# ---- design 1 ----
design_1/logic_types.png
Drawn at 4 px/micron.
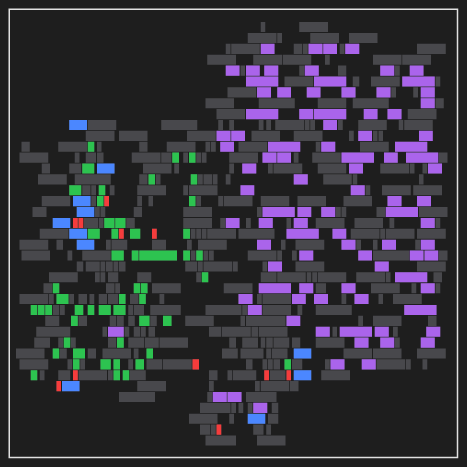
design_1/layer_met2.png
Drawn at 2 px/micron.
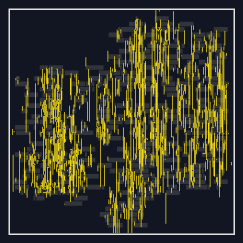
### config.mk
export PLATFORM = sky130hd
export DESIGN_NAME = bt_resp_rcv
export DESIGN_NICKNAME = d
export VERILOG_FILES = /design/src/rtl/bt_resp_rcv.sv
export SDC_FILE = /design/constraint.sdc
export NUM_CORES = 1
export LEC_CHECK = 0
export CAP_MARGIN = 10
export CORE_UTILIZATION = 40
export CTS_CLUSTER_SIZE = 24
export DETAILED_ROUTE_END_ITERATION = 7
export DONT_BUFFER_PORTS = 1
export GPL_TIMING_DRIVEN = 0
export REMOVE_ABC_BUFFERS = 1
export SYNTH_ARGS = -nofsm -noshare
export SYNTH_HDL_FRONTEND = slang
export SYNTH_SLANG_ARGS = --single-unit
### constraint.sdc
create_clock -name clk -period 2.77 [get_ports clk]
set_input_delay 0.277 -clock clk [delete_from_list [all_inputs] [get_ports clk]]
set_output_delay 0.277 -clock clk [all_outputs]
set_load 0.05 [all_outputs]
### src/rtl/bt_resp_rcv.sv
// bt_resp_rcv
//   Receive path for the Bluetooth module's serial responses. It deserialises
//   8N1 UART frames on RX and gathers the bytes of one response line into an
//   8-entry buffer. A carriage return ends the line and pulses resp_rcvd,
//   which tells the command sender it may issue the next command.
//
// Parameters
//   BAUD_DIV  clk cycles per bit (even, >= 8); 2604 = 50 MHz / 19200 baud
//
// Ports
//   clk        system clock, rising edge
//   rst        synchronous active-high reset
//   RX         asynchronous serial input, idle high
//   clr_resp   one-cycle flush of the line buffer (resp_len and ovfl)
//   rd_idx     buffer read index
//   rd_data    buf[rd_idx], or 0x00 when rd_idx >= resp_len
//   resp_len   number of stored bytes, 0..8
//   resp_rcvd  one-cycle pulse when a CR byte is received
//   frm_err    one-cycle pulse when a stop bit is sampled low
//   ovfl       sticky: a byte arrived while the buffer was full
module bt_resp_rcv #(
  parameter int unsigned BAUD_DIV = 2604
) (
  input  logic       clk,
  input  logic       rst,
  input  logic       RX,
  input  logic       clr_resp,
  input  logic [2:0] rd_idx,
  output logic [7:0] rd_data,
  output logic [3:0] resp_len,
  output logic       resp_rcvd,
  output logic       frm_err,
  output logic       ovfl
);

  localparam int unsigned CW = $clog2(BAUD_DIV);
  localparam logic [CW-1:0] HALF_LOAD = CW'(BAUD_DIV / 2 - 1);
  localparam logic [CW-1:0] FULL_LOAD = CW'(BAUD_DIV - 1);
  localparam logic [CW-1:0] CNT_ONE   = CW'(1);

  typedef enum logic [1:0] {
    ST_IDLE,
    ST_START,
    ST_DATA,
    ST_STOP
  } state_t;

  state_t            state_q, state_d;
  logic              rx_s1_q, rx_s1_d;
  logic              rx_s2_q, rx_s2_d;
  logic [1:0]        sync_vld_q, sync_vld_d;
  logic              rx_hi_q, rx_hi_d;
  logic [CW-1:0]     baud_cnt_q, baud_cnt_d;
  logic [2:0]        bit_cnt_q, bit_cnt_d;
  logic [7:0]        shift_q, shift_d;
  logic [7:0][7:0]   line_buf_q, line_buf_d;
  logic [3:0]        resp_len_q, resp_len_d;
  logic              resp_rcvd_q, resp_rcvd_d;
  logic              frm_err_q, frm_err_d;
  logic              ovfl_q, ovfl_d;

  logic              fall;
  logic              baud_zero;
  logic              byte_ok;

  // rx_hi_q only follows the synchronised line once both synchroniser flops
  // hold genuine post-reset samples. Their reset value of 1 would otherwise
  // fake a high->low edge when reset releases with the line held low.
  assign fall      = rx_hi_q & ~rx_s2_q;
  assign baud_zero = (baud_cnt_q == '0);

  always_comb begin
    rx_s1_d     = RX;
    rx_s2_d     = rx_s1_q;
    sync_vld_d  = {sync_vld_q[0], 1'b1};
    rx_hi_d     = sync_vld_q[1] & rx_s2_q;
    state_d     = state_q;
    baud_cnt_d  = baud_cnt_q;
    bit_cnt_d   = bit_cnt_q;
    shift_d     = shift_q;
    line_buf_d  = line_buf_q;
    resp_len_d  = resp_len_q;
    resp_rcvd_d = 1'b0;
    frm_err_d   = 1'b0;
    ovfl_d      = ovfl_q;
    byte_ok     = 1'b0;

    case (state_q)
      ST_IDLE: begin
        if (fall) begin
          baud_cnt_d = HALF_LOAD;
          state_d    = ST_START;
        end
      end
      ST_START: begin
        if (!baud_zero) begin
          baud_cnt_d = baud_cnt_q - CNT_ONE;
        end else if (!rx_s2_q) begin
          baud_cnt_d = FULL_LOAD;
          bit_cnt_d  = 3'd0;
          state_d    = ST_DATA;
        end else begin
          state_d = ST_IDLE;
        end
      end
      ST_DATA: begin
        if (!baud_zero) begin
          baud_cnt_d = baud_cnt_q - CNT_ONE;
        end else begin
          shift_d    = {rx_s2_q, shift_q[7:1]};
          baud_cnt_d = FULL_LOAD;
          bit_cnt_d  = bit_cnt_q + 3'd1;
          if (bit_cnt_q == 3'd7) begin
            state_d = ST_STOP;
          end
        end
      end
      ST_STOP: begin
        if (!baud_zero) begin
          baud_cnt_d = baud_cnt_q - CNT_ONE;
        end else begin
          state_d = ST_IDLE;
          if (rx_s2_q) begin
            byte_ok = 1'b1;
          end else begin
            frm_err_d = 1'b1;
          end
        end
      end
      default: state_d = ST_IDLE;
    endcase

    if (byte_ok) begin
      if (shift_q == 8'h0D) begin
        resp_rcvd_d = 1'b1;
      end else if (shift_q != 8'h0A) begin
        if (resp_len_q < 4'd8) begin
          if (!clr_resp) begin
            line_buf_d[resp_len_q[2:0]] = shift_q;
          end
          resp_len_d = resp_len_q + 4'd1;
        end else begin
          ovfl_d = 1'b1;
        end
      end
    end

    // Flush overrides any store or overflow from a byte accepted this cycle.
    if (clr_resp) begin
      resp_len_d = 4'd0;
      ovfl_d     = 1'b0;
    end
  end

  always_ff @(posedge clk) begin
    if (rst) begin
      rx_s1_q     <= 1'b1;
      rx_s2_q     <= 1'b1;
      sync_vld_q  <= '0;
      rx_hi_q     <= 1'b0;
      state_q     <= ST_IDLE;
      baud_cnt_q  <= '0;
      bit_cnt_q   <= '0;
      shift_q     <= '0;
      line_buf_q  <= '0;
      resp_len_q  <= '0;
      resp_rcvd_q <= 1'b0;
      frm_err_q   <= 1'b0;
      ovfl_q      <= 1'b0;
    end else begin
      rx_s1_q     <= rx_s1_d;
      rx_s2_q     <= rx_s2_d;
      sync_vld_q  <= sync_vld_d;
      rx_hi_q     <= rx_hi_d;
      state_q     <= state_d;
      baud_cnt_q  <= baud_cnt_d;
      bit_cnt_q   <= bit_cnt_d;
      shift_q     <= shift_d;
      line_buf_q  <= line_buf_d;
      resp_len_q  <= resp_len_d;
      resp_rcvd_q <= resp_rcvd_d;
      frm_err_q   <= frm_err_d;
      ovfl_q      <= ovfl_d;
    end
  end

  assign rd_data   = ({1'b0, rd_idx} < resp_len_q) ? line_buf_q[rd_idx] : 8'h00;
  assign resp_len  = resp_len_q;
  assign resp_rcvd = resp_rcvd_q;
  assign frm_err   = frm_err_q;
  assign ovfl      = ovfl_q;

endmodule

==> impl_metrics.csv <==
group,metric,value,unit
outcome,status,"finished, violations left",
outcome,violations,"DRC",
worst_setup_path,cp_cell_sequence,"inv_1 > ha_1 > a21o_1 > a21oi_1 > nor2_2 > nor2_2",
final_timing,setup_viol,0,
yosys,syn_area_per_cell,9.534,sq um
layout,drive_gt1_frac,0.1426,
yosys,synth-xor-area-share,0,
drt,wl_per_cell,16.79,microns
final_timing,hold_viol,0,
yosys,edf_count,0,
min_path,hold_class,"in2reg",
final_timing,whs,0.02263,ns
power,powerDensity,604.4,nW/um^2
yosys,ys_top_cells_by_area,"dfxtp_1 42%, mux2i_1 16%, nand2_1 8.5%, mux4_2 7.5%, nor2_1 2.9%",
worst_setup_path,required,2.49,ns
cts,cts_resized,18,
final_timing,worst_slew_margin_rel,0.4590,
yosys,yosysWarnings,0,
power,sequentialPowerShare,0.477,
yosys,synth.logic.top_family,"multiplexers",
floorplan,n_tap_cell,143,
floorplan,core-area,11560,sq um
power,pg_comb,0.000481,W
floorplan,die_y,111.7,microns
final_timing,maxSlewViolCount,0,
layout,largest_reg_flops,64,
drt,drc,2,
worst_setup_path,worst-path-max-fanout,10,
place,hpwl,6792,microns
worst_setup_path,path_class,"reg2out",
layout,syn_to_final_growth,9.823,%
drt,drt-met1-wl,4872,microns
power,combPwrFrac,0.151,
drt,viasPerCell,5.616,
job,warnings,29,
layout,fillers,1104,
drt,ant_nets,0,
power,cell_internal_pwr,0.002283,W
About design_1/logic_types.png:
legend:
  blue:
    family: fa/ha/maj cells
    cells: 11
  green:
    family: aoi and oai cells
    cells: 51
  red:
    family: inv cells
    cells: 11
  purple:
    family: mux cells
    cells: 92

About design_1/layer_met2.png:
wire length on this layer: 5,240 microns
longest straight run: 55.8 microns
share of all routed wire: 49%
nets with wire on the layer: 428
main direction: vertical
routed vias: 3,600
met2 usage: 0.3060
final WL: 10,760 microns

[critical path, delay by kind of cell, from the launching register on]
kind / cells / cell delay [ns]
adders and majority gates: 1 / 0.28
and+or+nand+nor: 2 / 0.71
buffers and inverters: 1 / 0.09
AOI/OAI and AO/OA: 2 / 0.32
DFF: 1 / 0.59
[worst paths after layout]
| kind | start | endpoint | slack, ns | cells past startpoint |
|---|---|---|---|---|
| max | resp_len[1] | rd_data[7] | 0.13 | 6 |
| max reg2reg | baud_cnt_q[0] | line_buf_q[39] | 0.16 | 7 |
| min | rst | flop | 0.02 | 1 |
| min reg2reg | rx_s1_q | rx_s2_q | 0.41 | 1 |

# ---- design 2 ----
--- config.mk ---
export PLATFORM = sky130hd
export DESIGN_NAME = clyde_out_serializer_flat
export DESIGN_NICKNAME = d
export VERILOG_FILES = /design/src/rtl/clyde_oser_pkg.sv /design/src/rtl/clyde_out_serializer_if.sv /design/src/rtl/clyde_oser_wordsel.sv /design/src/rtl/clyde_out_serializer.sv /design/src/flat_wrapper.sv
export SDC_FILE = /design/constraint.sdc
export NUM_CORES = 1
export LEC_CHECK = 0
export ABC_AREA = 0
export CAP_MARGIN = 40
export CORE_MARGIN = 2
export CORE_UTILIZATION = 30
export DETAILED_ROUTE_END_ITERATION = 10
export SLEW_MARGIN = 40
export SYNTH_ARGS = -nofsm -noshare
export SYNTH_HDL_FRONTEND = slang
export SYNTH_SLANG_ARGS = --single-unit
--- constraint.sdc ---
create_clock -name clk -period 1.8 [get_ports clk]
set_clock_uncertainty 0.2 [all_clocks]
set_input_delay 0.36 -clock clk [delete_from_list [all_inputs] [get_ports clk]]
set_output_delay 0.36 -clock clk [all_outputs]
set_load 0.02 [all_outputs]
--- src/rtl/clyde_oser_pkg.sv ---
// Shared types and size derivation for the Clyde-128 output serializer.
package clyde_oser_pkg;

    typedef enum logic [1:0] {
        IDLE    = 2'd0,
        CAPTURE = 2'd1,
        SEND    = 2'd2
    } oser_state_t;

    function automatic int oser_nwords(input int nbits, input int w);
        return nbits / w;
    endfunction

    function automatic int oser_idx_w(input int nbits, input int w);
        return $clog2(nbits / w);
    endfunction

endpackage

--- src/rtl/clyde_out_serializer_if.sv ---
// Word stream from the serializer to the mode/interface logic (valid/ready).
interface clyde_out_serializer_if #(
    parameter int W = 32
);
    logic [W-1:0] dout;
    logic         dout_valid;
    logic         dout_ready;
    logic         dout_last;

    modport master (output dout, output dout_valid, output dout_last, input dout_ready);
    modport slave  (input dout, input dout_valid, input dout_last, output dout_ready);
endinterface

--- src/rtl/clyde_oser_wordsel.sv ---
// Buffer-to-word multiplexer; CLYDE_OSER_MSW_FIRST_EN selects MSW-first ordering.
module clyde_oser_wordsel
    import clyde_oser_pkg::*;
#(
    parameter int Nbits = 128,
    parameter int W     = 32,
    localparam int NWORDS = oser_nwords(Nbits, W),
    localparam int IW     = oser_idx_w(Nbits, W)
) (
    input  logic [Nbits-1:0] buffer,
    input  logic [IW-1:0]    idx,
    output logic [W-1:0]     word
);

    logic [W-1:0] words [NWORDS];

    for (genvar gi = 0; gi < NWORDS; gi++) begin : g_word
`ifdef CLYDE_OSER_MSW_FIRST_EN
        assign words[gi] = buffer[Nbits-W*(gi+1) +: W];
`else
        assign words[gi] = buffer[W*gi +: W];
`endif
    end

    assign word = words[idx];

endmodule

--- src/rtl/clyde_out_serializer.sv ---
// Captures the unmasked Clyde-128 output block and streams it as W-bit words.
// Word order is LSW first unless CLYDE_OSER_MSW_FIRST_EN is defined.
module clyde_out_serializer
    import clyde_oser_pkg::*;
#(
    parameter int Nbits = 128,
    parameter int W     = 32
) (
    input  logic                  clk,
    input  logic                  rst_n,
    input  logic                  pre_data_out_valid,
    input  logic [Nbits-1:0]      data_out,
    output logic                  busy,
    output logic                  overrun,
    input  logic                  clr_overrun,
    clyde_out_serializer_if.master stream
);

    localparam int NWORDS = oser_nwords(Nbits, W);
    localparam int IW     = oser_idx_w(Nbits, W);
    localparam logic [IW-1:0] LAST_IDX = IW'(NWORDS - 1);

    oser_state_t      state_reg;
    logic [IW-1:0]    idx_reg;
    logic [Nbits-1:0] buffer_reg;
    logic             busy_reg;
    logic             dout_valid_reg;
    logic             dout_last_reg;
    logic             overrun_reg;
    logic             cap_pend_reg;
    logic [W-1:0]     word;

    clyde_oser_wordsel #(
        .Nbits (Nbits),
        .W     (W)
    ) u_wordsel (
        .buffer (buffer_reg),
        .idx    (idx_reg),
        .word   (word)
    );

    always_ff @(posedge clk or negedge rst_n) begin
        if (!rst_n) begin
            state_reg      <= IDLE;
            idx_reg        <= '0;
            buffer_reg     <= '0;
            busy_reg       <= 1'b0;
            dout_valid_reg <= 1'b0;
            dout_last_reg  <= 1'b0;
            overrun_reg    <= 1'b0;
            cap_pend_reg   <= 1'b0;
        end else begin
            // A block arriving outside IDLE is lost; the set beats a same-cycle clear.
            if (pre_data_out_valid && (state_reg != IDLE)) begin
                overrun_reg <= 1'b1;
            end else if (clr_overrun) begin
                overrun_reg <= 1'b0;
            end

            case (state_reg)
                IDLE: begin
                    if (pre_data_out_valid) begin
                        cap_pend_reg <= 1'b1;
                        busy_reg     <= 1'b1;
                        state_reg    <= CAPTURE;
                    end
                end
                CAPTURE: begin
                    if (cap_pend_reg) begin
                        buffer_reg <= data_out;
                    end
                    cap_pend_reg   <= 1'b0;
                    idx_reg        <= '0;
                    dout_valid_reg <= 1'b1;
                    dout_last_reg  <= (LAST_IDX == '0);
                    state_reg      <= SEND;
                end
                SEND: begin
                    if (stream.dout_ready) begin
                        if (idx_reg == LAST_IDX) begin
                            idx_reg        <= '0;
                            busy_reg       <= 1'b0;
                            dout_valid_reg <= 1'b0;
                            dout_last_reg  <= 1'b0;
                            state_reg      <= IDLE;
                        end else begin
                            idx_reg       <= idx_reg + 1'b1;
                            dout_last_reg <= ((idx_reg + 1'b1) == LAST_IDX);
                        end
                    end
                end
                default: begin
                    state_reg      <= IDLE;
                    busy_reg       <= 1'b0;
                    dout_valid_reg <= 1'b0;
                    dout_last_reg  <= 1'b0;
                end
            endcase
        end
    end

    assign busy              = busy_reg;
    assign overrun           = overrun_reg;
    assign stream.dout       = word;
    assign stream.dout_valid = dout_valid_reg;
    assign stream.dout_last  = dout_last_reg;

endmodule

--- src/flat_wrapper.sv ---
// flat-port wrapper written by rule: the top's interface ports become plain ports
module clyde_out_serializer_flat import clyde_oser_pkg::*;
#(
    parameter int Nbits = 128,
    parameter int W     = 32
)
  (clk, rst_n, pre_data_out_valid, data_out, busy, overrun, clr_overrun, stream_dout, stream_dout_valid, stream_dout_last, stream_dout_ready);
  clyde_out_serializer_if #(.W(W)) stream_i ();
  input  logic clk;
  input  logic rst_n;
  input  logic pre_data_out_valid;
  input  logic [Nbits-1:0] data_out;
  output logic busy;
  output logic overrun;
  input  logic clr_overrun;
  output wire logic [$bits(stream_i.dout)-1:0] stream_dout;
  output wire logic [$bits(stream_i.dout_valid)-1:0] stream_dout_valid;
  output wire logic [$bits(stream_i.dout_last)-1:0] stream_dout_last;
  input wire logic [$bits(stream_i.dout_ready)-1:0] stream_dout_ready;
  assign stream_dout = stream_i.dout;
  assign stream_dout_valid = stream_i.dout_valid;
  assign stream_dout_last = stream_i.dout_last;
  assign stream_i.dout_ready = stream_dout_ready;
  clyde_out_serializer #(.Nbits(Nbits), .W(W)) u_core (.clk(clk), .rst_n(rst_n), .pre_data_out_valid(pre_data_out_valid), .data_out(data_out), .busy(busy), .overrun(overrun), .clr_overrun(clr_overrun), .stream(stream_i));
endmodule
design_2/logic_types.png
Drawn at 3 px/micron.
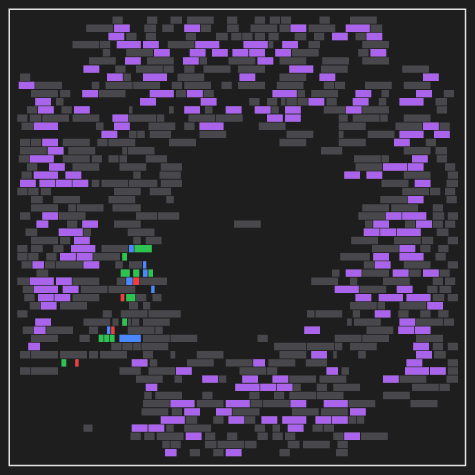
legend:
  green:
    family: aoi and oai cells
    cells: 11
  blue:
    family: nand cells
    cells: 7
    where: middle left
  red:
    family: inv cells
    cells: 4
  purple:
    family: mux cells
    cells: 160
    where: spread over the die
Non-Filler Instances: 865
most frequent logic cell in the layout: dfrtp_1

design_2/flops_by_reg.png
Drawn at 3 px/micron.
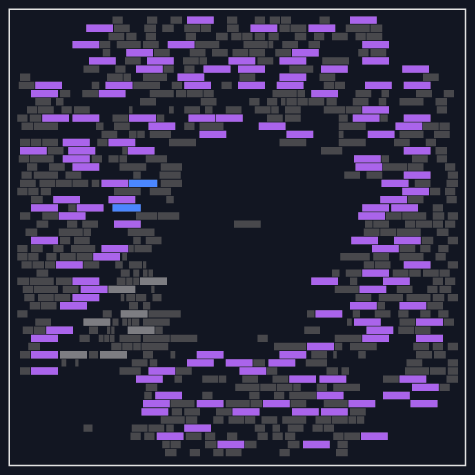
legend:
  blue:
    netlist_name: `u_core.idx_reg`
    placed_flops: 2
  purple:
    netlist_name: `u_core.buffer_reg`
    placed_flops: 128
    where: spread over the die
not colored: 7

-- how the worst max path moves through the flow --
stage / from / endpoint / slack [ns] / cells past startpoint
after floorplan: u_core.idx_reg[0] / stream_dout[20] / -0.005 / 3
after global placement: u_core.idx_reg[0] / stream_dout[27] / -0.48 / 3
after detailed placement: u_core.idx_reg[0] / stream_dout[27] / -0.49 / 3
after CTS: u_core.idx_reg[0] / stream_dout[15] / -0.60 / 4
after global routing: u_core.idx_reg[0] / stream_dout[27] / -0.62 / 4
final: u_core.idx_reg[0] / stream_dout[27] / -0.55 / 4
==> impl_metrics.csv <==
group,metric,value,unit
layout,fin_util,0.4397,
worst_setup_path,path_class,"reg2out",
power,powerClk,0.00335,W
worst_setup_path,cp_common_cell,"buf_12",
place,hpwl,10510,microns
outcome,status,"finished, violations left",
power,switching_power,0.005260,W
cts,cts_resized,179,
final_timing,timing.final.ws_setup,-0.5485,ns
global_route,met2_usage,0.2097,
final_timing,tightest_slew,0.3887,ns
layout,fillers,1923,
layout,largest_reg_flops,128,
power,maxPowerGroup,"combinational cells",
cts,cts_sinks,137,
power,combPwrFrac,0.490,
final_timing,setup_viol,32,
worst_setup_path,slowest_delay,0.53,ns
floorplan,die_area,22990,sq um
cts,worstSkewPairLatency,0.41,ns
worst_setup_path,crit_slowest_cell,"mux4_2",
drt,top_layer,"met4",
final_timing,setup_tns,-16.03,ns
worst_setup_path,reg2reg_from,"u_core.idx_reg[0]",
global_route,grt_first_pass_wirelength,23600,microns
place,place_ws,-0.4926,ns
layout,buffers_excl_clock,225,
layout,clkbuf_count,19,
drt,ant_nets,0,
outcome,violations,"setup timing",

# ---- design 3 ----
<file path="src/rtl/dds_phase_sweep.sv">
// dds_phase_sweep: AXI-Stream phase-increment source for dds_top.
// Emits a stepped frequency sweep: step k carries start_pinc + k*step_pinc
// (mod 2^DATA_W), and each step is held for a fixed number of accepted beats.
// Optional feature macro: DDS_PHASE_SWEEP_CONTINUOUS_EN. When it is defined,
// cfg_continuous=1 makes the sweep restart at step 0 after every pass until it
// is aborted. Without it, cfg_continuous is ignored and every sweep is single-shot.
module dds_phase_sweep #(
    parameter int DATA_W  = 32,
    parameter int NSTEP_W = 16,
    parameter int DWELL_W = 16
) (
    input  logic               axis_aclk,
    input  logic               axis_areset,
    input  logic [DATA_W-1:0]  cfg_start_pinc,
    input  logic [DATA_W-1:0]  cfg_step_pinc,
    input  logic [NSTEP_W-1:0] cfg_num_steps,
    input  logic [DWELL_W-1:0] cfg_dwell,
    input  logic               cfg_continuous,
    input  logic               start,
    input  logic               abort,
    output logic [DATA_W-1:0]  m_axis_tdata,
    output logic               m_axis_tvalid,
    input  logic               m_axis_tready,
    output logic               m_axis_tuser,
    output logic               m_axis_tlast,
    output logic               busy,
    output logic               done
);

    typedef enum logic [1:0] {
        ST_IDLE,
        ST_SWEEP,
        ST_DRAIN
    } state_t;

    state_t             r_state;

    // Configuration captured on start; cfg_* inputs are ignored afterwards.
    logic [DATA_W-1:0]  r_startPinc;
    logic [DATA_W-1:0]  r_stepPinc;
    logic [NSTEP_W-1:0] r_numSteps;
    logic [DWELL_W-1:0] r_dwell;
    logic               r_continuous;

    logic [NSTEP_W-1:0] r_stepCnt;
    logic [DWELL_W-1:0] r_dwellCnt;

    logic [DATA_W-1:0]  r_tdata;
    logic               r_tvalid;
    logic               r_tuser;
    logic               r_tlast;
    logic               r_busy;
    logic               r_done;

    logic               w_accept;
    logic               w_lastDwell;
    logic               w_lastStep;
    logic               w_passEnd;
    logic               w_nextStepLast;
    logic               w_nextDwellLast;
    logic [NSTEP_W-1:0] w_nEff;
    logic [DWELL_W-1:0] w_dEff;
    logic               w_cfgCont;

`ifdef DDS_PHASE_SWEEP_CONTINUOUS_EN
    assign w_cfgCont = cfg_continuous;
`else
    logic w_unusedCont;
    assign w_unusedCont = cfg_continuous;
    assign w_cfgCont    = 1'b0;
`endif

    // A zero step count or zero dwell is treated as one.
    assign w_nEff = (cfg_num_steps == '0) ? NSTEP_W'(1) : cfg_num_steps;
    assign w_dEff = (cfg_dwell == '0) ? DWELL_W'(1) : cfg_dwell;

    assign w_accept        = r_tvalid & m_axis_tready;
    assign w_lastDwell     = (r_dwellCnt == r_dwell - DWELL_W'(1));
    assign w_lastStep      = (r_stepCnt == r_numSteps - NSTEP_W'(1));
    assign w_passEnd       = w_lastDwell & w_lastStep;
    // These look one beat ahead so that tlast is registered with the beat it marks.
    assign w_nextStepLast  = ((r_stepCnt + NSTEP_W'(1)) == (r_numSteps - NSTEP_W'(1)));
    assign w_nextDwellLast = ((r_dwellCnt + DWELL_W'(1)) == (r_dwell - DWELL_W'(1)));

    // Sweep sequencer: every output is a register updated together with the state.
    always_ff @(posedge axis_aclk) begin
        if (axis_areset) begin
            r_state      <= ST_IDLE;
            r_startPinc  <= '0;
            r_stepPinc   <= '0;
            r_numSteps   <= '0;
            r_dwell      <= '0;
            r_continuous <= 1'b0;
            r_stepCnt    <= '0;
            r_dwellCnt   <= '0;
            r_tdata      <= '0;
            r_tvalid     <= 1'b0;
            r_tuser      <= 1'b0;
            r_tlast      <= 1'b0;
            r_busy       <= 1'b0;
            r_done       <= 1'b0;
        end else begin
            r_done <= 1'b0;
            case (r_state)
                ST_IDLE: begin
                    r_tvalid <= 1'b0;
                    r_tuser  <= 1'b0;
                    r_tlast  <= 1'b0;
                    r_busy   <= 1'b0;
                    if (start && !abort) begin
                        r_startPinc  <= cfg_start_pinc;
                        r_stepPinc   <= cfg_step_pinc;
                        r_numSteps   <= w_nEff;
                        r_dwell      <= w_dEff;
                        r_continuous <= w_cfgCont;
                        r_stepCnt    <= '0;
                        r_dwellCnt   <= '0;
                        r_tdata      <= cfg_start_pinc;
                        r_tvalid     <= 1'b1;
                        r_tuser      <= 1'b1;
                        r_tlast      <= (w_nEff == NSTEP_W'(1)) && (w_dEff == DWELL_W'(1));
                        r_busy       <= 1'b1;
                        r_state      <= ST_SWEEP;
                    end
                end

                ST_SWEEP: begin
                    if (w_accept) begin
                        if (abort || (w_passEnd && !r_continuous)) begin
                            r_state  <= ST_IDLE;
                            r_tvalid <= 1'b0;
                            r_tuser  <= 1'b0;
                            r_tlast  <= 1'b0;
                            r_busy   <= 1'b0;
                            r_done   <= 1'b1;
                        end else if (w_passEnd) begin
                            r_stepCnt  <= '0;
                            r_dwellCnt <= '0;
                            r_tdata    <= r_startPinc;
                            r_tuser    <= 1'b1;
                            r_tlast    <= (r_numSteps == NSTEP_W'(1)) && (r_dwell == DWELL_W'(1));
                        end else if (w_lastDwell) begin
                            r_stepCnt  <= r_stepCnt + NSTEP_W'(1);
                            r_dwellCnt <= '0;
                            r_tdata    <= r_tdata + r_stepPinc;
                            r_tuser    <= 1'b1;
                            r_tlast    <= w_nextStepLast && (r_dwell == DWELL_W'(1));
                        end else begin
                            r_dwellCnt <= r_dwellCnt + DWELL_W'(1);
                            r_tuser    <= 1'b0;
                            r_tlast    <= w_lastStep && w_nextDwellLast;
                        end
                    end else if (abort) begin
                        r_state <= ST_DRAIN;
                    end
                end

                ST_DRAIN: begin
                    if (w_accept) begin
                        r_state  <= ST_IDLE;
                        r_tvalid <= 1'b0;
                        r_tuser  <= 1'b0;
                        r_tlast  <= 1'b0;
                        r_busy   <= 1'b0;
                        r_done   <= 1'b1;
                    end
                end

                default: begin
                    r_state <= ST_IDLE;
                end
            endcase
        end
    end

    assign m_axis_tdata  = r_tdata;
    assign m_axis_tvalid = r_tvalid;
    assign m_axis_tuser  = r_tuser;
    assign m_axis_tlast  = r_tlast;
    assign busy          = r_busy;
    assign done          = r_done;

endmodule

</file>
<file path="config.mk">
export PLATFORM = sky130hd
export DESIGN_NAME = dds_phase_sweep
export DESIGN_NICKNAME = d
export VERILOG_FILES = /design/src/rtl/dds_phase_sweep.sv
export SDC_FILE = /design/constraint.sdc
export NUM_CORES = 1
export LEC_CHECK = 0
export ABC_AREA = 1
export CAP_MARGIN = 20
export CORE_AREA = 2 2 168 170
export DETAILED_ROUTE_END_ITERATION = 6
export DIE_AREA = 0 0 170 172
export GPL_TIMING_DRIVEN = 0
export HOLD_SLACK_MARGIN = 0.05
export PLACE_DENSITY = 0.72
export SETUP_SLACK_MARGIN = 0.05
export SYNTH_ARGS = -nofsm -noshare
export SYNTH_HDL_FRONTEND = slang
export SYNTH_SLANG_ARGS = --single-unit
</file>
<file path="constraint.sdc">
create_clock -name axis_aclk -period 2.7 [get_ports axis_aclk]
set_input_delay 0.27 -clock axis_aclk [delete_from_list [all_inputs] [get_ports axis_aclk]]
set_output_delay 0.27 -clock axis_aclk [all_outputs]
set_load 0.01 [all_outputs]
</file>
design_3/flops_by_reg.png
Drawn at 3 px/micron.
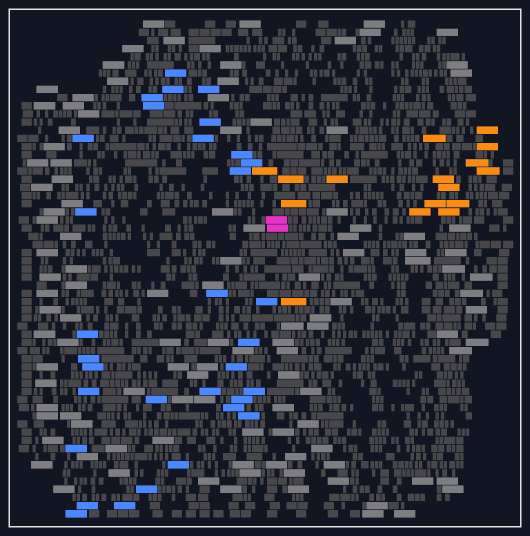
legend:
  orange:
    netlist_name: `r_dwell`
    placed_flops: 16
  blue:
    netlist_name: `r_startPinc`
    placed_flops: 32
  magenta:
    netlist_name: `r_state`
    placed_flops: 2
not colored: 116
final core occ: 0.5730
Flop area: 3354 sq um
Seq/total area: 0.2131

==> impl_metrics.csv <==
group,metric,value,unit
outcome,status,"finished, violations left",
outcome,violations,"setup timing",
final_timing,setup_viol,44,
global_route,met2_usage,0.5098,
cts,clk_pin_slew_worst_paths,0.08,ns
power,irDropWorstVdd,0.0005446,V
yosys,top_area_cell,"dfxtp_1",
final_timing,finalClockSkew,0.01697,ns
global_route,grt_antenna_before_repair,0,
global_route,grt_max_degree,17,
layout,diodes,0,
worst_setup_path,required,3.05,ns
yosys,ys_cells,2098,
cts,clockRootBuffer,"clkbuf_16",
layout,logic_area,8247,sq um
final_timing,timing.final.ws_setup,-0.08357,ns
yosys,synth_area,12160,sq um
cts,cts_tree,"built",
layout,clkCellAreaFrac,0.03942,
worst_setup_path,cp_data_arrival_time,3.13,ns
## cells by family (layout without fill, tap and decap cells)
| family | count (synthesis) | count (layout) | share of synthesized area |
|---|---|---|---|
| and+or+nand+nor | 1290 | 1290 | 0.4351 |
| buffers and inverters | 281 | 495 | 0.09168 |
| AOI/OAI and AO/OA | 260 | 260 | 0.1142 |
| xor gates and xnor gates | 61 | 61 | 0.04393 |
| DFF | 166 | 166 | 0.2733 |
| adders and majority gates | 40 | 40 | 0.04177 |

# ---- design 4 ----
design_4/logic_types.png
Drawn at 1.5 px/micron.
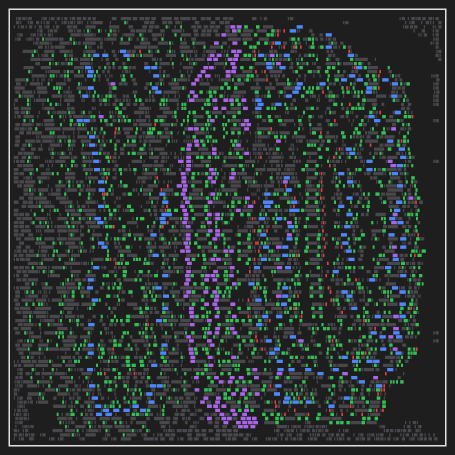
design_4/detail.png
Region (125, 183) to (165, 223) microns. Cells in gray, sequential cells in the stronger gray; small squares are vias.
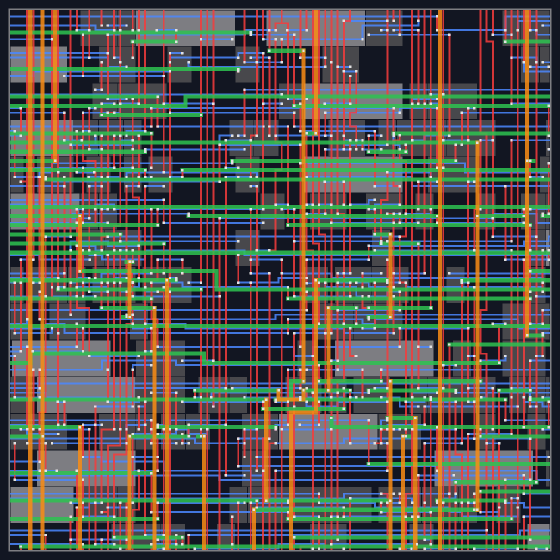
design_4/layer_met2.png
Drawn at 1 px/micron.
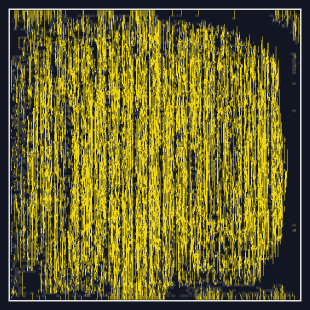
File: config.mk
export PLATFORM = sky130hd
export DESIGN_NAME = integer_alu_flat
export DESIGN_NICKNAME = d
export VERILOG_FILES = /design/src/rtl/exe_pkg.sv /design/src/rtl/integer_alu_if.sv /design/src/rtl/int_seq_muldiv.sv /design/src/rtl/integer_alu.sv /design/src/flat_wrapper.sv
export SDC_FILE = /design/constraint.sdc
export NUM_CORES = 2
export LEC_CHECK = 0
export CELL_PAD_IN_SITES_DETAIL_PLACEMENT = 0
export CELL_PAD_IN_SITES_GLOBAL_PLACEMENT = 1
export CORE_MARGIN = 2
export CORE_UTILIZATION = 44
export DETAILED_ROUTE_END_ITERATION = 10
export GPL_TIMING_DRIVEN = 0
export HOLD_SLACK_MARGIN = 0.08
export PLACE_DENSITY = 0.84
export SYNTH_ARGS = -nofsm -noshare
export SYNTH_HDL_FRONTEND = slang
export SYNTH_SLANG_ARGS = --single-unit
File: constraint.sdc
create_clock -name Clk -period 14.85 [get_ports Clk]
set_input_delay 1.485 -clock Clk [delete_from_list [all_inputs] [get_ports Clk]]
set_output_delay 1.485 -clock Clk [all_outputs]
set_load 0.05 [all_outputs]
File: src/rtl/exe_pkg.sv
// Shared execution-engine definitions: bus unit selects, opcodes and ALU state types.
// The engine and every ALU slave import this package instead of redefining the constants.
package exe_pkg;

    localparam int BUS_W = 256;

    localparam logic [3:0] MainMemEn    = 4'd1;
    localparam logic [3:0] MatrixAluEn  = 4'd2;
    localparam logic [3:0] IntegerAluEn = 4'd3;
    localparam logic [3:0] ExecuteEn    = 4'd4;

    localparam logic [7:0] MMult1     = 8'h00;
    localparam logic [7:0] MAdd       = 8'h01;
    localparam logic [7:0] MSub       = 8'h02;
    localparam logic [7:0] MTranspose = 8'h03;
    localparam logic [7:0] MScale     = 8'h04;
    localparam logic [7:0] MScaleImm  = 8'h05;
    localparam logic [7:0] IntAdd     = 8'h10;
    localparam logic [7:0] IntSub     = 8'h11;
    localparam logic [7:0] IntMult    = 8'h12;
    localparam logic [7:0] IntDiv     = 8'h13;
    localparam logic [7:0] STOP       = 8'hFF;

    typedef enum logic [1:0] {IDLE, CALC, DONE} alu_state_t;
    typedef enum logic {MD_MULT, MD_DIV} md_mode_t;

    function automatic logic is_muldiv(input logic [7:0] op);
        return (op == IntMult) || (op == IntDiv);
    endfunction

endpackage

File: src/rtl/integer_alu_if.sv
// Execution-engine shared bus as seen by one ALU slave.
// The engine drives address/opcode/strobes/data; the slave returns result and status.
interface integer_alu_if;
    import exe_pkg::*;

    logic [15:0]      address;
    logic [7:0]       opcode;
    logic             nRead;
    logic             nWrite;
    logic [BUS_W-1:0] ExeDataOut;
    logic [BUS_W-1:0] IntDataOut;
    logic             IntBusy;
    logic             IntDivZero;

    modport master (
        output address, opcode, nRead, nWrite, ExeDataOut,
        input  IntDataOut, IntBusy, IntDivZero
    );

    modport slave (
        input  address, opcode, nRead, nWrite, ExeDataOut,
        output IntDataOut, IntBusy, IntDivZero
    );

endinterface

File: src/rtl/int_seq_muldiv.sv
// Iterative unsigned multiplier / restoring divider, one bit per clock.
// done_o marks the cycle whose step is the last; result_o already includes that step.
module int_seq_muldiv
    import exe_pkg::*;
#(
    parameter int DATA_W = 64
) (
    input  logic              clk_i,
    input  logic              rst_ni,
    input  logic              start_i,
    input  md_mode_t          mode_i,
    input  logic [DATA_W-1:0] a_i,
    input  logic [DATA_W-1:0] b_i,
    output logic              done_o,
    output logic [DATA_W-1:0] result_o,
    output logic              divzero_o
);

    localparam int CNT_W = $clog2(DATA_W);
    localparam logic [CNT_W-1:0] LAST = CNT_W'(DATA_W - 1);

    logic              active_q;
    md_mode_t          mode_q;
    logic              dz_q;
    logic [CNT_W-1:0]  cnt_q;
    logic [DATA_W-1:0] x_q, y_q, acc_q;
    logic [DATA_W-1:0] x_d, y_d, acc_d;
    logic [DATA_W:0]   rem_sh, trial;

    // Multiply: x = shifted multiplicand, y = multiplier, acc = product.
    // Divide:   x = divisor, y = dividend shifting out / quotient shifting in, acc = remainder.
    always_comb begin
        rem_sh = {acc_q, y_q[DATA_W-1]};
        trial  = rem_sh - {1'b0, x_q};
        if (mode_q == MD_MULT) begin
            acc_d = acc_q + (y_q[0] ? x_q : '0);
            x_d   = x_q << 1;
            y_d   = y_q >> 1;
        end else begin
            acc_d = trial[DATA_W] ? rem_sh[DATA_W-1:0] : trial[DATA_W-1:0];
            x_d   = x_q;
            y_d   = {y_q[DATA_W-2:0], ~trial[DATA_W]};
        end
    end

    assign done_o    = active_q && (dz_q || (cnt_q == LAST));
    assign divzero_o = dz_q;
    assign result_o  = dz_q ? '1 : ((mode_q == MD_MULT) ? acc_d : y_d);

    always_ff @(posedge clk_i) begin
        if (!rst_ni) begin
            active_q <= 1'b0;
            mode_q   <= MD_MULT;
            dz_q     <= 1'b0;
            cnt_q    <= '0;
            x_q      <= '0;
            y_q      <= '0;
            acc_q    <= '0;
        end else if (start_i) begin
            active_q <= 1'b1;
            mode_q   <= mode_i;
            dz_q     <= (mode_i == MD_DIV) && (b_i == '0);
            cnt_q    <= '0;
            x_q      <= (mode_i == MD_DIV) ? b_i : a_i;
            y_q      <= (mode_i == MD_DIV) ? a_i : b_i;
            acc_q    <= '0;
        end else if (active_q) begin
            x_q   <= x_d;
            y_q   <= y_d;
            acc_q <= acc_d;
            cnt_q <= cnt_q + CNT_W'(1);
            if (done_o) begin
                active_q <= 1'b0;
            end
        end
    end

endmodule

File: src/rtl/integer_alu.sv
// Integer ALU bus slave: decode, operand capture, single-cycle add/sub and the
// IDLE/CALC/DONE sequencer; mult/div are delegated to int_seq_muldiv.
module integer_alu
    import exe_pkg::*;
#(
    parameter int         DATA_W  = 64,
    parameter logic [3:0] UNIT_ID = IntegerAluEn
) (
    input  logic          Clk,
    input  logic          nReset,
    integer_alu_if.slave  bus
);

    alu_state_t        state_q;
    logic [DATA_W-1:0] a_q, b_q, res_q, out_q;
    logic [7:0]        op_q;
    logic              busy_q, divzero_q, dz_pend_q;

    logic              sel, accept;
    logic [DATA_W-1:0] src1, src2, addsub_d;
    logic              md_start, md_done, md_divzero;
    md_mode_t          md_mode;
    logic [DATA_W-1:0] md_result;
    logic              unused_bus;

    function automatic logic [DATA_W-1:0] alu_addsub(input logic [7:0] op,
                                                     input logic [DATA_W-1:0] a,
                                                     input logic [DATA_W-1:0] b);
        case (op)
            IntAdd:  return a + b;
            IntSub:  return a - b;
            default: return '0;
        endcase
    endfunction

    assign sel      = (bus.address[15:12] == UNIT_ID);
    assign accept   = sel && !bus.nWrite && (state_q == IDLE);
    assign src1     = bus.ExeDataOut[DATA_W-1:0];
    assign src2     = bus.ExeDataOut[2*DATA_W-1:DATA_W];
    assign addsub_d = alu_addsub(op_q, a_q, b_q);

    // The sequencer starts on the same edge that captures the operands.
    assign md_start = accept && is_muldiv(bus.opcode);
    assign md_mode  = (bus.opcode == IntDiv) ? MD_DIV : MD_MULT;

    // Reads carry no side effects; these bus bits are never looked at.
    assign unused_bus = ^{bus.nRead, bus.address[11:0], bus.ExeDataOut[BUS_W-1:2*DATA_W]};

    int_seq_muldiv #(
        .DATA_W (DATA_W)
    ) u_muldiv (
        .clk_i     (Clk),
        .rst_ni    (nReset),
        .start_i   (md_start),
        .mode_i    (md_mode),
        .a_i       (src1),
        .b_i       (src2),
        .done_o    (md_done),
        .result_o  (md_result),
        .divzero_o (md_divzero)
    );

    always_ff @(posedge Clk) begin
        if (!nReset) begin
            state_q   <= IDLE;
            a_q       <= '0;
            b_q       <= '0;
            op_q      <= '0;
            res_q     <= '0;
            dz_pend_q <= 1'b0;
            out_q     <= '0;
            busy_q    <= 1'b0;
            divzero_q <= 1'b0;
        end else begin
            case (state_q)
                IDLE: begin
                    if (accept) begin
                        a_q     <= src1;
                        b_q     <= src2;
                        op_q    <= bus.opcode;
                        busy_q  <= 1'b1;
                        state_q <= CALC;
                    end
                end
                CALC: begin
                    if (!is_muldiv(op_q)) begin
                        res_q     <= addsub_d;
                        dz_pend_q <= 1'b0;
                        state_q   <= DONE;
                    end else if (md_done) begin
                        res_q     <= md_result;
                        dz_pend_q <= md_divzero;
                        state_q   <= DONE;
                    end
                end
                DONE: begin
                    out_q     <= res_q;
                    divzero_q <= dz_pend_q;
                    busy_q    <= 1'b0;
                    state_q   <= IDLE;
                end
                default: state_q <= IDLE;
            endcase
        end
    end

    assign bus.IntDataOut = {{(BUS_W-DATA_W){1'b0}}, out_q};
    assign bus.IntBusy    = busy_q;
    assign bus.IntDivZero = divzero_q;

endmodule

File: src/flat_wrapper.sv
// flat-port wrapper written by rule: the top's interface ports become plain ports
module integer_alu_flat import exe_pkg::*;
#(
    parameter int         DATA_W  = 64,
    parameter logic [3:0] UNIT_ID = IntegerAluEn
)
  (Clk, nReset, bus_address, bus_opcode, bus_nRead, bus_nWrite, bus_ExeDataOut, bus_IntDataOut, bus_IntBusy, bus_IntDivZero);
  integer_alu_if bus_i ();
  input  logic Clk;
  input  logic nReset;
  input wire logic [$bits(bus_i.address)-1:0] bus_address;
  input wire logic [$bits(bus_i.opcode)-1:0] bus_opcode;
  input wire logic [$bits(bus_i.nRead)-1:0] bus_nRead;
  input wire logic [$bits(bus_i.nWrite)-1:0] bus_nWrite;
  input wire logic [$bits(bus_i.ExeDataOut)-1:0] bus_ExeDataOut;
  output wire logic [$bits(bus_i.IntDataOut)-1:0] bus_IntDataOut;
  output wire logic [$bits(bus_i.IntBusy)-1:0] bus_IntBusy;
  output wire logic [$bits(bus_i.IntDivZero)-1:0] bus_IntDivZero;
  assign bus_i.address = bus_address;
  assign bus_i.opcode = bus_opcode;
  assign bus_i.nRead = bus_nRead;
  assign bus_i.nWrite = bus_nWrite;
  assign bus_i.ExeDataOut = bus_ExeDataOut;
  assign bus_IntDataOut = bus_i.IntDataOut;
  assign bus_IntBusy = bus_i.IntBusy;
  assign bus_IntDivZero = bus_i.IntDivZero;
  integer_alu #(.DATA_W(DATA_W), .UNIT_ID(UNIT_ID)) u_core (.Clk(Clk), .nReset(nReset), .bus(bus_i));
endmodule
==> impl_metrics.csv <==
group,metric,value,unit
outcome,violations,"capacitance limit, slew limit",
outcome,status,"finished, violations left",
place,post-place-cells,6266,
final_timing,tightest_slew,1.579,ns
floorplan,fp_util,0.4454,
worst_setup_path,path_class,"reg2reg",
layout,syn_to_final_growth,16.64,%
place,place_ws,7.308,ns
yosys,ys_ff,470,
worst_setup_path,worst-path-max-fanout,10,
worst_setup_path,cp-startpoint,"u_core.op_q[1]",
drt,ant_nets,0,
worst_setup_path,crit_buf_inv,4,
power,maxPowerGroup,"the clock network",
worst_setup_path,worstSetupEndpoint,"u_core.res_q[58]",
global_route,first_global_vias,35800,
layout,fin_util,0.5195,
global_route,grt_first_pass_wirelength,231300,microns
layout,drive_gt1_frac,0.06541,
drt,dr_total_vias,38450,
yosys,synthTopCellsByCount,"675 x nand2_1, 576 x a21oi_1, 470 x dfxtp_1",
drt,finalWirelength,160800,microns
drt,drtIter0Drc,4171,
final_timing,maxSlewViolCount,3,
yosys,flop_cell,"dfxtp_1",
worst_setup_path,start_kind,"flop",
global_route,grt_max_degree,15,
final_timing,hold_viol,0,
job,cap_violations,1,
worst_setup_path,cp_data_arrival_time,8.47,ns
layout,final_area,41980,sq um
floorplan,die_x,290.0,microns
yosys,yosysWarnings,0,
## Picture notes: design_4/logic_types.png
legend:
  purple:
    family: mux cells
    cells: 215
    where: a column down the middle
  red:
    family: inv cells
    cells: 125
  green:
    family: aoi and oai cells
    cells: 1,378
    where: spread over the die
  blue:
    family: fa/ha/maj cells
    cells: 195
    where: spread over the die
Comb/total area: 0.5752
Non-Filler Instances: 6,366
most frequent logic cell in the layout: nand2_1

## Picture notes: design_4/detail.png
legend:
  green:
    layer: metal 3
  orange:
    layer: metal 4
  red:
    layer: metal 2
  blue:
    layer: metal 1
netlist names of flops here include: `u_core.u_muldiv.y_q` (13), `u_core.u_muldiv.x_q` (1)
sequential cells in the window: 14
most frequent: a21oi_1 (20), a211oi_1 (18)
cells with their middle in the window: 113

## Picture notes: design_4/layer_met2.png
share of all routed wire: 43%
main direction: vertical
longest straight run: 138 microns
nets with wire on the layer: 4,509
wire length on this layer: 69.5 mm

cell type report:
class,count,area [sq um]
fill,8000,38820
tap,1060,1326
clock buffer,70,1503
inverter,125,469.2
antenna,1,2.502
buffer,521,2684
timing repair buffer,207,2072
multi-input combinational,3883,24150
clock inverter,29,370.4
sequential,470,9409
per-layer routing:
layer  up-vias  wire, microns  global-route usage
met3       382          16020             0.06112
met2      2111          69470              0.5702
met4         4           8552              0.1711
met1     18080          66700              0.4892
met5         -             31                   0
li1      17870              -                   -

# ---- design 5 ----
### config.mk
export PLATFORM = sky130hd
export DESIGN_NAME = issue_scoreboard
export DESIGN_NICKNAME = d
export VERILOG_FILES = /design/src/rtl/sched_pkg.sv /design/src/rtl/issue_scoreboard_busy_table.sv /design/src/rtl/issue_scoreboard.sv
export SDC_FILE = /design/constraint.sdc
export NUM_CORES = 1
export LEC_CHECK = 0
export CORE_MARGIN = 2
export CORE_UTILIZATION = 33
export CTS_CLUSTER_DIAMETER = 120
export CTS_CLUSTER_SIZE = 8
export DETAILED_ROUTE_END_ITERATION = 12
export GPL_ROUTABILITY_DRIVEN = 0
export HOLD_SLACK_MARGIN = 0.12
export PLACE_DENSITY = 0.66
export RECOVER_POWER = 100
export SKIP_LAST_GASP = 1
export SYNTH_ARGS = -nofsm -noshare
export SYNTH_HDL_FRONTEND = slang
export SYNTH_SLANG_ARGS = --single-unit
### constraint.sdc
create_clock -name clk -period 2.96 [get_ports clk]
set_input_delay 0.888 -clock clk [delete_from_list [all_inputs] [get_ports clk]]
set_output_delay 0.888 -clock clk [all_outputs]
set_load 0.01 [all_outputs]
### src/rtl/sched_pkg.sv
// Shared types and constants for the issue scoreboard: register specifier
// width, register count and the in-flight write limit.
package sched_pkg;

  localparam int IDW          = 5;
  localparam int NREGS        = 32;
  localparam int MAX_INFLIGHT = 4;
  localparam int CNTW         = 3;

  typedef logic [IDW-1:0] reg_id_t;

  localparam reg_id_t ZERO_REG  = 5'd0;
  localparam reg_id_t FLAGS_REG = 5'd13;

endpackage : sched_pkg

### src/rtl/issue_scoreboard_busy_table.sv
// Per-register busy bits with one set port, one clear port, a flush and three
// combinational lookups (rd0/rd1/wr). Register 0 never reports busy.
module busy_table
  import sched_pkg::*;
(
  input  logic             clk,
  input  logic             rst_n,
  input  logic             flush,
  input  logic             set_en,
  input  logic [IDW-1:0]   set_id,
  input  logic             clr_en,
  input  logic [IDW-1:0]   clr_id,
  input  logic [IDW-1:0]   rd0_id,
  input  logic [IDW-1:0]   rd1_id,
  input  logic [IDW-1:0]   wr_id,
  output logic             rd0_busy,
  output logic             rd1_busy,
  output logic             wr_busy,
  output logic [NREGS-1:0] busy_vec
);

  logic [NREGS-1:0] busy_q, busy_d;

  // NOTE: combinational blocks assign every output a default first so no latch is inferred.
  always_comb begin
    busy_d = busy_q;
    if (flush) begin
      busy_d = '0;
    end else begin
      if (clr_en) busy_d[clr_id] = 1'b0;
      // Set is applied after clear so a same-cycle set/clear leaves the new owner busy.
      if (set_en) busy_d[set_id] = 1'b1;
    end
  end

  // NOTE: sequential state uses non-blocking assignments so all flops update together.
  always_ff @(posedge clk or negedge rst_n) begin
    if (!rst_n) busy_q <= '0;
    else        busy_q <= busy_d;
  end

  assign rd0_busy = (rd0_id != ZERO_REG) & busy_q[rd0_id];
  assign rd1_busy = (rd1_id != ZERO_REG) & busy_q[rd1_id];
  assign wr_busy  = (wr_id  != ZERO_REG) & busy_q[wr_id];
  assign busy_vec = busy_q;

endmodule : busy_table

### src/rtl/issue_scoreboard.sv
// Issue-stage RAW/WAW hazard controller with in-flight write limit and a
// registered issue bus. Define ISSUE_WB_FORWARD_EN to let a same-cycle writeback clear hazards.
module issue_scoreboard
  import sched_pkg::*;
(
  input  logic             clk,
  input  logic             rst_n,
  input  logic             dec_valid,
  output logic             dec_ready,
  input  logic [IDW-1:0]   dec_rd0,
  input  logic [IDW-1:0]   dec_rd1,
  input  logic [IDW-1:0]   dec_wr,
  input  logic             wb_valid,
  input  logic [IDW-1:0]   wb_id,
  input  logic             flush,
  output logic             issue_valid,
  output logic [IDW-1:0]   issue_rd0,
  output logic [IDW-1:0]   issue_rd1,
  output logic [IDW-1:0]   issue_wr,
  output logic [NREGS-1:0] busy_vec,
  output logic [CNTW-1:0]  inflight,
  output logic             err_wb
);

  logic            rd0_busy, rd1_busy, wr_busy;
  logic            hazard, full, accept;
  logic            set_en, clr_en, spurious_wb;
  logic [CNTW-1:0] inflight_q, inflight_d;
  logic            err_q;
  logic            issue_valid_q;
  reg_id_t         issue_rd0_q, issue_rd1_q, issue_wr_q;

  assign clr_en      = wb_valid & (wb_id != ZERO_REG) &  busy_vec[wb_id];
  assign spurious_wb = wb_valid & (wb_id != ZERO_REG) & ~busy_vec[wb_id];

`ifdef ISSUE_WB_FORWARD_EN
  // A register completing writeback this cycle no longer blocks its consumers.
  assign hazard = (rd0_busy & ~(clr_en & (wb_id == dec_rd0)))
                | (rd1_busy & ~(clr_en & (wb_id == dec_rd1)))
                | (wr_busy  & ~(clr_en & (wb_id == dec_wr)));
  assign full   = (dec_wr != ZERO_REG) & (inflight_q == CNTW'(MAX_INFLIGHT)) & ~clr_en;
`else
  assign hazard = rd0_busy | rd1_busy | wr_busy;
  assign full   = (dec_wr != ZERO_REG) & (inflight_q == CNTW'(MAX_INFLIGHT));
`endif

  assign dec_ready = ~hazard & ~full & ~flush;
  assign accept    = dec_valid & dec_ready;
  assign set_en    = accept & (dec_wr != ZERO_REG);

  busy_table u_busy_table (
    .clk      (clk),
    .rst_n    (rst_n),
    .flush    (flush),
    .set_en   (set_en),
    .set_id   (dec_wr),
    .clr_en   (clr_en),
    .clr_id   (wb_id),
    .rd0_id   (dec_rd0),
    .rd1_id   (dec_rd1),
    .wr_id    (dec_wr),
    .rd0_busy (rd0_busy),
    .rd1_busy (rd1_busy),
    .wr_busy  (wr_busy),
    .busy_vec (busy_vec)
  );

  always_comb begin
    inflight_d = inflight_q;
    if (flush) begin
      inflight_d = '0;
    end else begin
      case ({set_en, clr_en})
        2'b10:   inflight_d = inflight_q + CNTW'(1);
        2'b01:   inflight_d = inflight_q - CNTW'(1);
        default: inflight_d = inflight_q;
      endcase
    end
  end

  always_ff @(posedge clk or negedge rst_n) begin
    if (!rst_n) begin
      inflight_q    <= '0;
      err_q         <= 1'b0;
      issue_valid_q <= 1'b0;
      issue_rd0_q   <= ZERO_REG;
      issue_rd1_q   <= ZERO_REG;
      issue_wr_q    <= ZERO_REG;
    end else begin
      inflight_q <= inflight_d;
      // err_wb survives flush; a writeback squashed by flush cannot raise it.
      err_q      <= err_q | (spurious_wb & ~flush);
      if (flush) begin
        issue_valid_q <= 1'b0;
        issue_rd0_q   <= ZERO_REG;
        issue_rd1_q   <= ZERO_REG;
        issue_wr_q    <= ZERO_REG;
      end else begin
        issue_valid_q <= accept;
        if (accept) begin
          issue_rd0_q <= dec_rd0;
          issue_rd1_q <= dec_rd1;
          issue_wr_q  <= dec_wr;
        end
      end
    end
  end

  assign issue_valid = issue_valid_q;
  assign issue_rd0   = issue_rd0_q;
  assign issue_rd1   = issue_rd1_q;
  assign issue_wr    = issue_wr_q;
  assign inflight    = inflight_q;
  assign err_wb      = err_q;

endmodule : issue_scoreboard

design_5/layer_met2.png
Drawn at 2 px/micron.
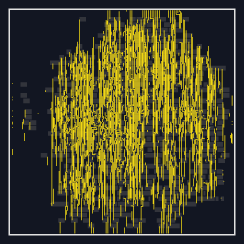
wire length on this layer: 8,060 microns
main direction: vertical
share of all routed wire: 48%
met2 usage: 0.3737
routed vias: 4,584
final WL: 16,900 microns

design_5/flops_by_reg.png
Drawn at 4 px/micron.
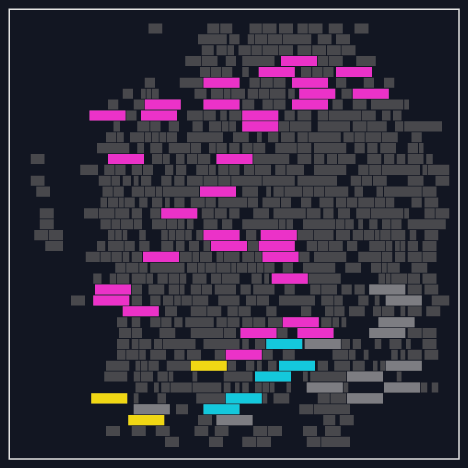
legend:
  cyan:
    netlist_name: `issue_wr`
    placed_flops: 5
    where: bottom center
  yellow:
    netlist_name: `inflight`
    placed_flops: 3
  magenta:
    netlist_name: `u_busy_table.busy_vec`
    placed_flops: 32
Seq/total area: 0.2034
sequential power: 0.000753 W
Flop area: 1301 sq um
final core occ: 0.5603

==> impl_metrics.csv <==
group,metric,value,unit
power,pg_comb,0.000578,W
place,hpwl,11140,microns
floorplan,die_y,112.0,microns
final_timing,tightest_slew,1.343,ns
final_timing,setup_viol,48,
worst_setup_path,worstSetupEndpoint,"dec_ready",
cts,worstSkewPairLatency,0.30,ns
min_path,min-delay-start,"err_wb",
global_route,grt.overflow.total,0,
final_timing,layout_min_cycle_time,3.369,ns
worst_setup_path,end_kind,"output port",
drt,top_layer,"met4",
min_path,hold_end,"err_wb",
layout,syn_to_final_growth,66.06,%
yosys,synth_area,3852,sq um
global_route,use_met3,0.06156,
final_timing,hold_viol,0,
final_timing,timing.final.ws_setup,-0.4087,ns
yosys,ys_top_cells_by_area,"dfrtp_1 34%, mux4_2 9.4%, mux2i_1 6.0%, nand2_1 4.2%, o21ai_0 3.5%",
yosys,ys_sh_aoi,0.2131,
drt,drc,0,
worst_setup_path,worst-path-max-fanout,5,
place,place_ws,-1.255,ns
layout,fillers,981,
outcome,violations,"setup timing",
outcome,status,"finished, violations left",
final_timing,finalClockSkew,0.006084,ns
floorplan,fp_util,0.3374,
worst_setup_path,path_class,"in2out",
global_route,grt_max_degree,53,
yosys,synthTopCellsByCount,"52 x dfrtp_1, 43 x nand2_1, 27 x o21ai_0",
place,dpl_cell_area,5528,sq um
final_timing,rsz0062_at_grt,"true",
power,combPwrFrac,0.298,
floorplan,rows,39,
final_timing,setup_tns,-5.352,ns
drt,ant_nets,0,
yosys,yosysUniqueCellTypes,62,
yosys,synth.most_common_cell,"dfrtp_1",
drt,drtPass1Iterations,6,
min_path,hold_class,"reg2reg",
worst_setup_path,cp_num_cells,10,
design_5/detail.png
Region (36, 58) to (76, 98) microns. Cells in gray, sequential cells in the stronger gray; small squares are vias.
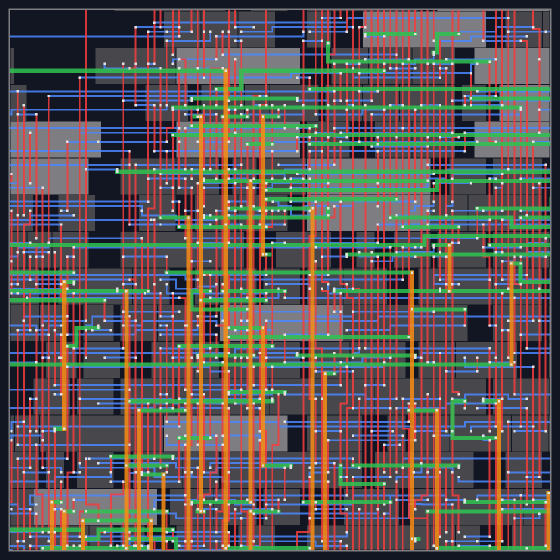
legend:
  red:
    layer: metal 2
  orange:
    layer: metal 4
  blue:
    layer: metal 1
  green:
    layer: metal 3
most frequent: buf_4 (30), dfrtp_1 (12), mux2i_1 (8)
cells with their middle in the window: 123
netlist names of flops here include: `u_busy_table.busy_vec` (12)
sequential cells in the window: 12

## sequential cells by signal, indices dropped and copies added, names as in the netlist
register,flops
issue_valid,1
issue_wr,5
issue_rd0,5
inflight,3
issue_rd1,5
err_wb,1
u_busy_table.busy_vec,32
## area by class of cell
type	count	area, sq um	area share
timing repair buffer	222	2059	0.3219
multi-input combinational	303	2678	0.4185
clock buffer	5	125.1	0.01956
tap	143	178.9	0.02797
sequential	52	1301	0.2034
clock inverter	3	25.02	0.003912
inverter	8	30.03	0.004694


==> notes/layouts.md <==
Pictures saved along the way, in no particular order.

Track usage over the die.
picture 1
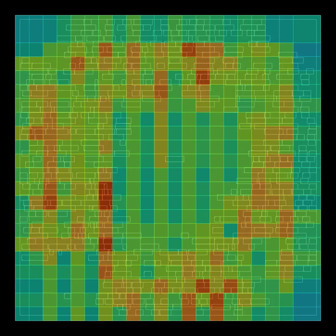
picture 2
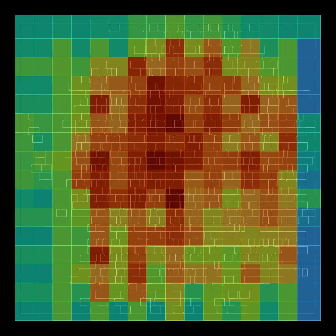
picture 3
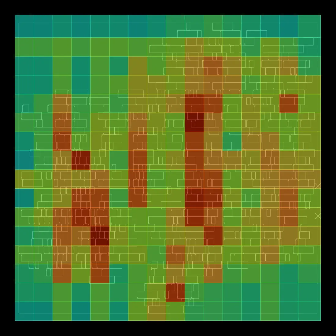
picture 4
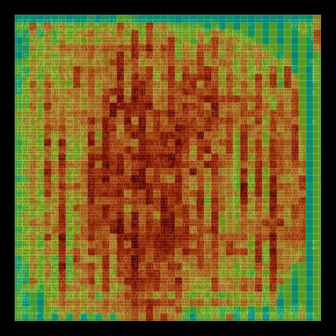
picture 5
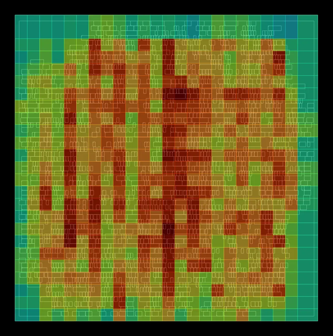
- picture 4 = design 4
- picture 1 = design 2
- picture 3 = design 1
- picture 5 = design 3
- picture 2 = design 5

Power figures rest on the tool's default switching activity, not on a simulated workload.
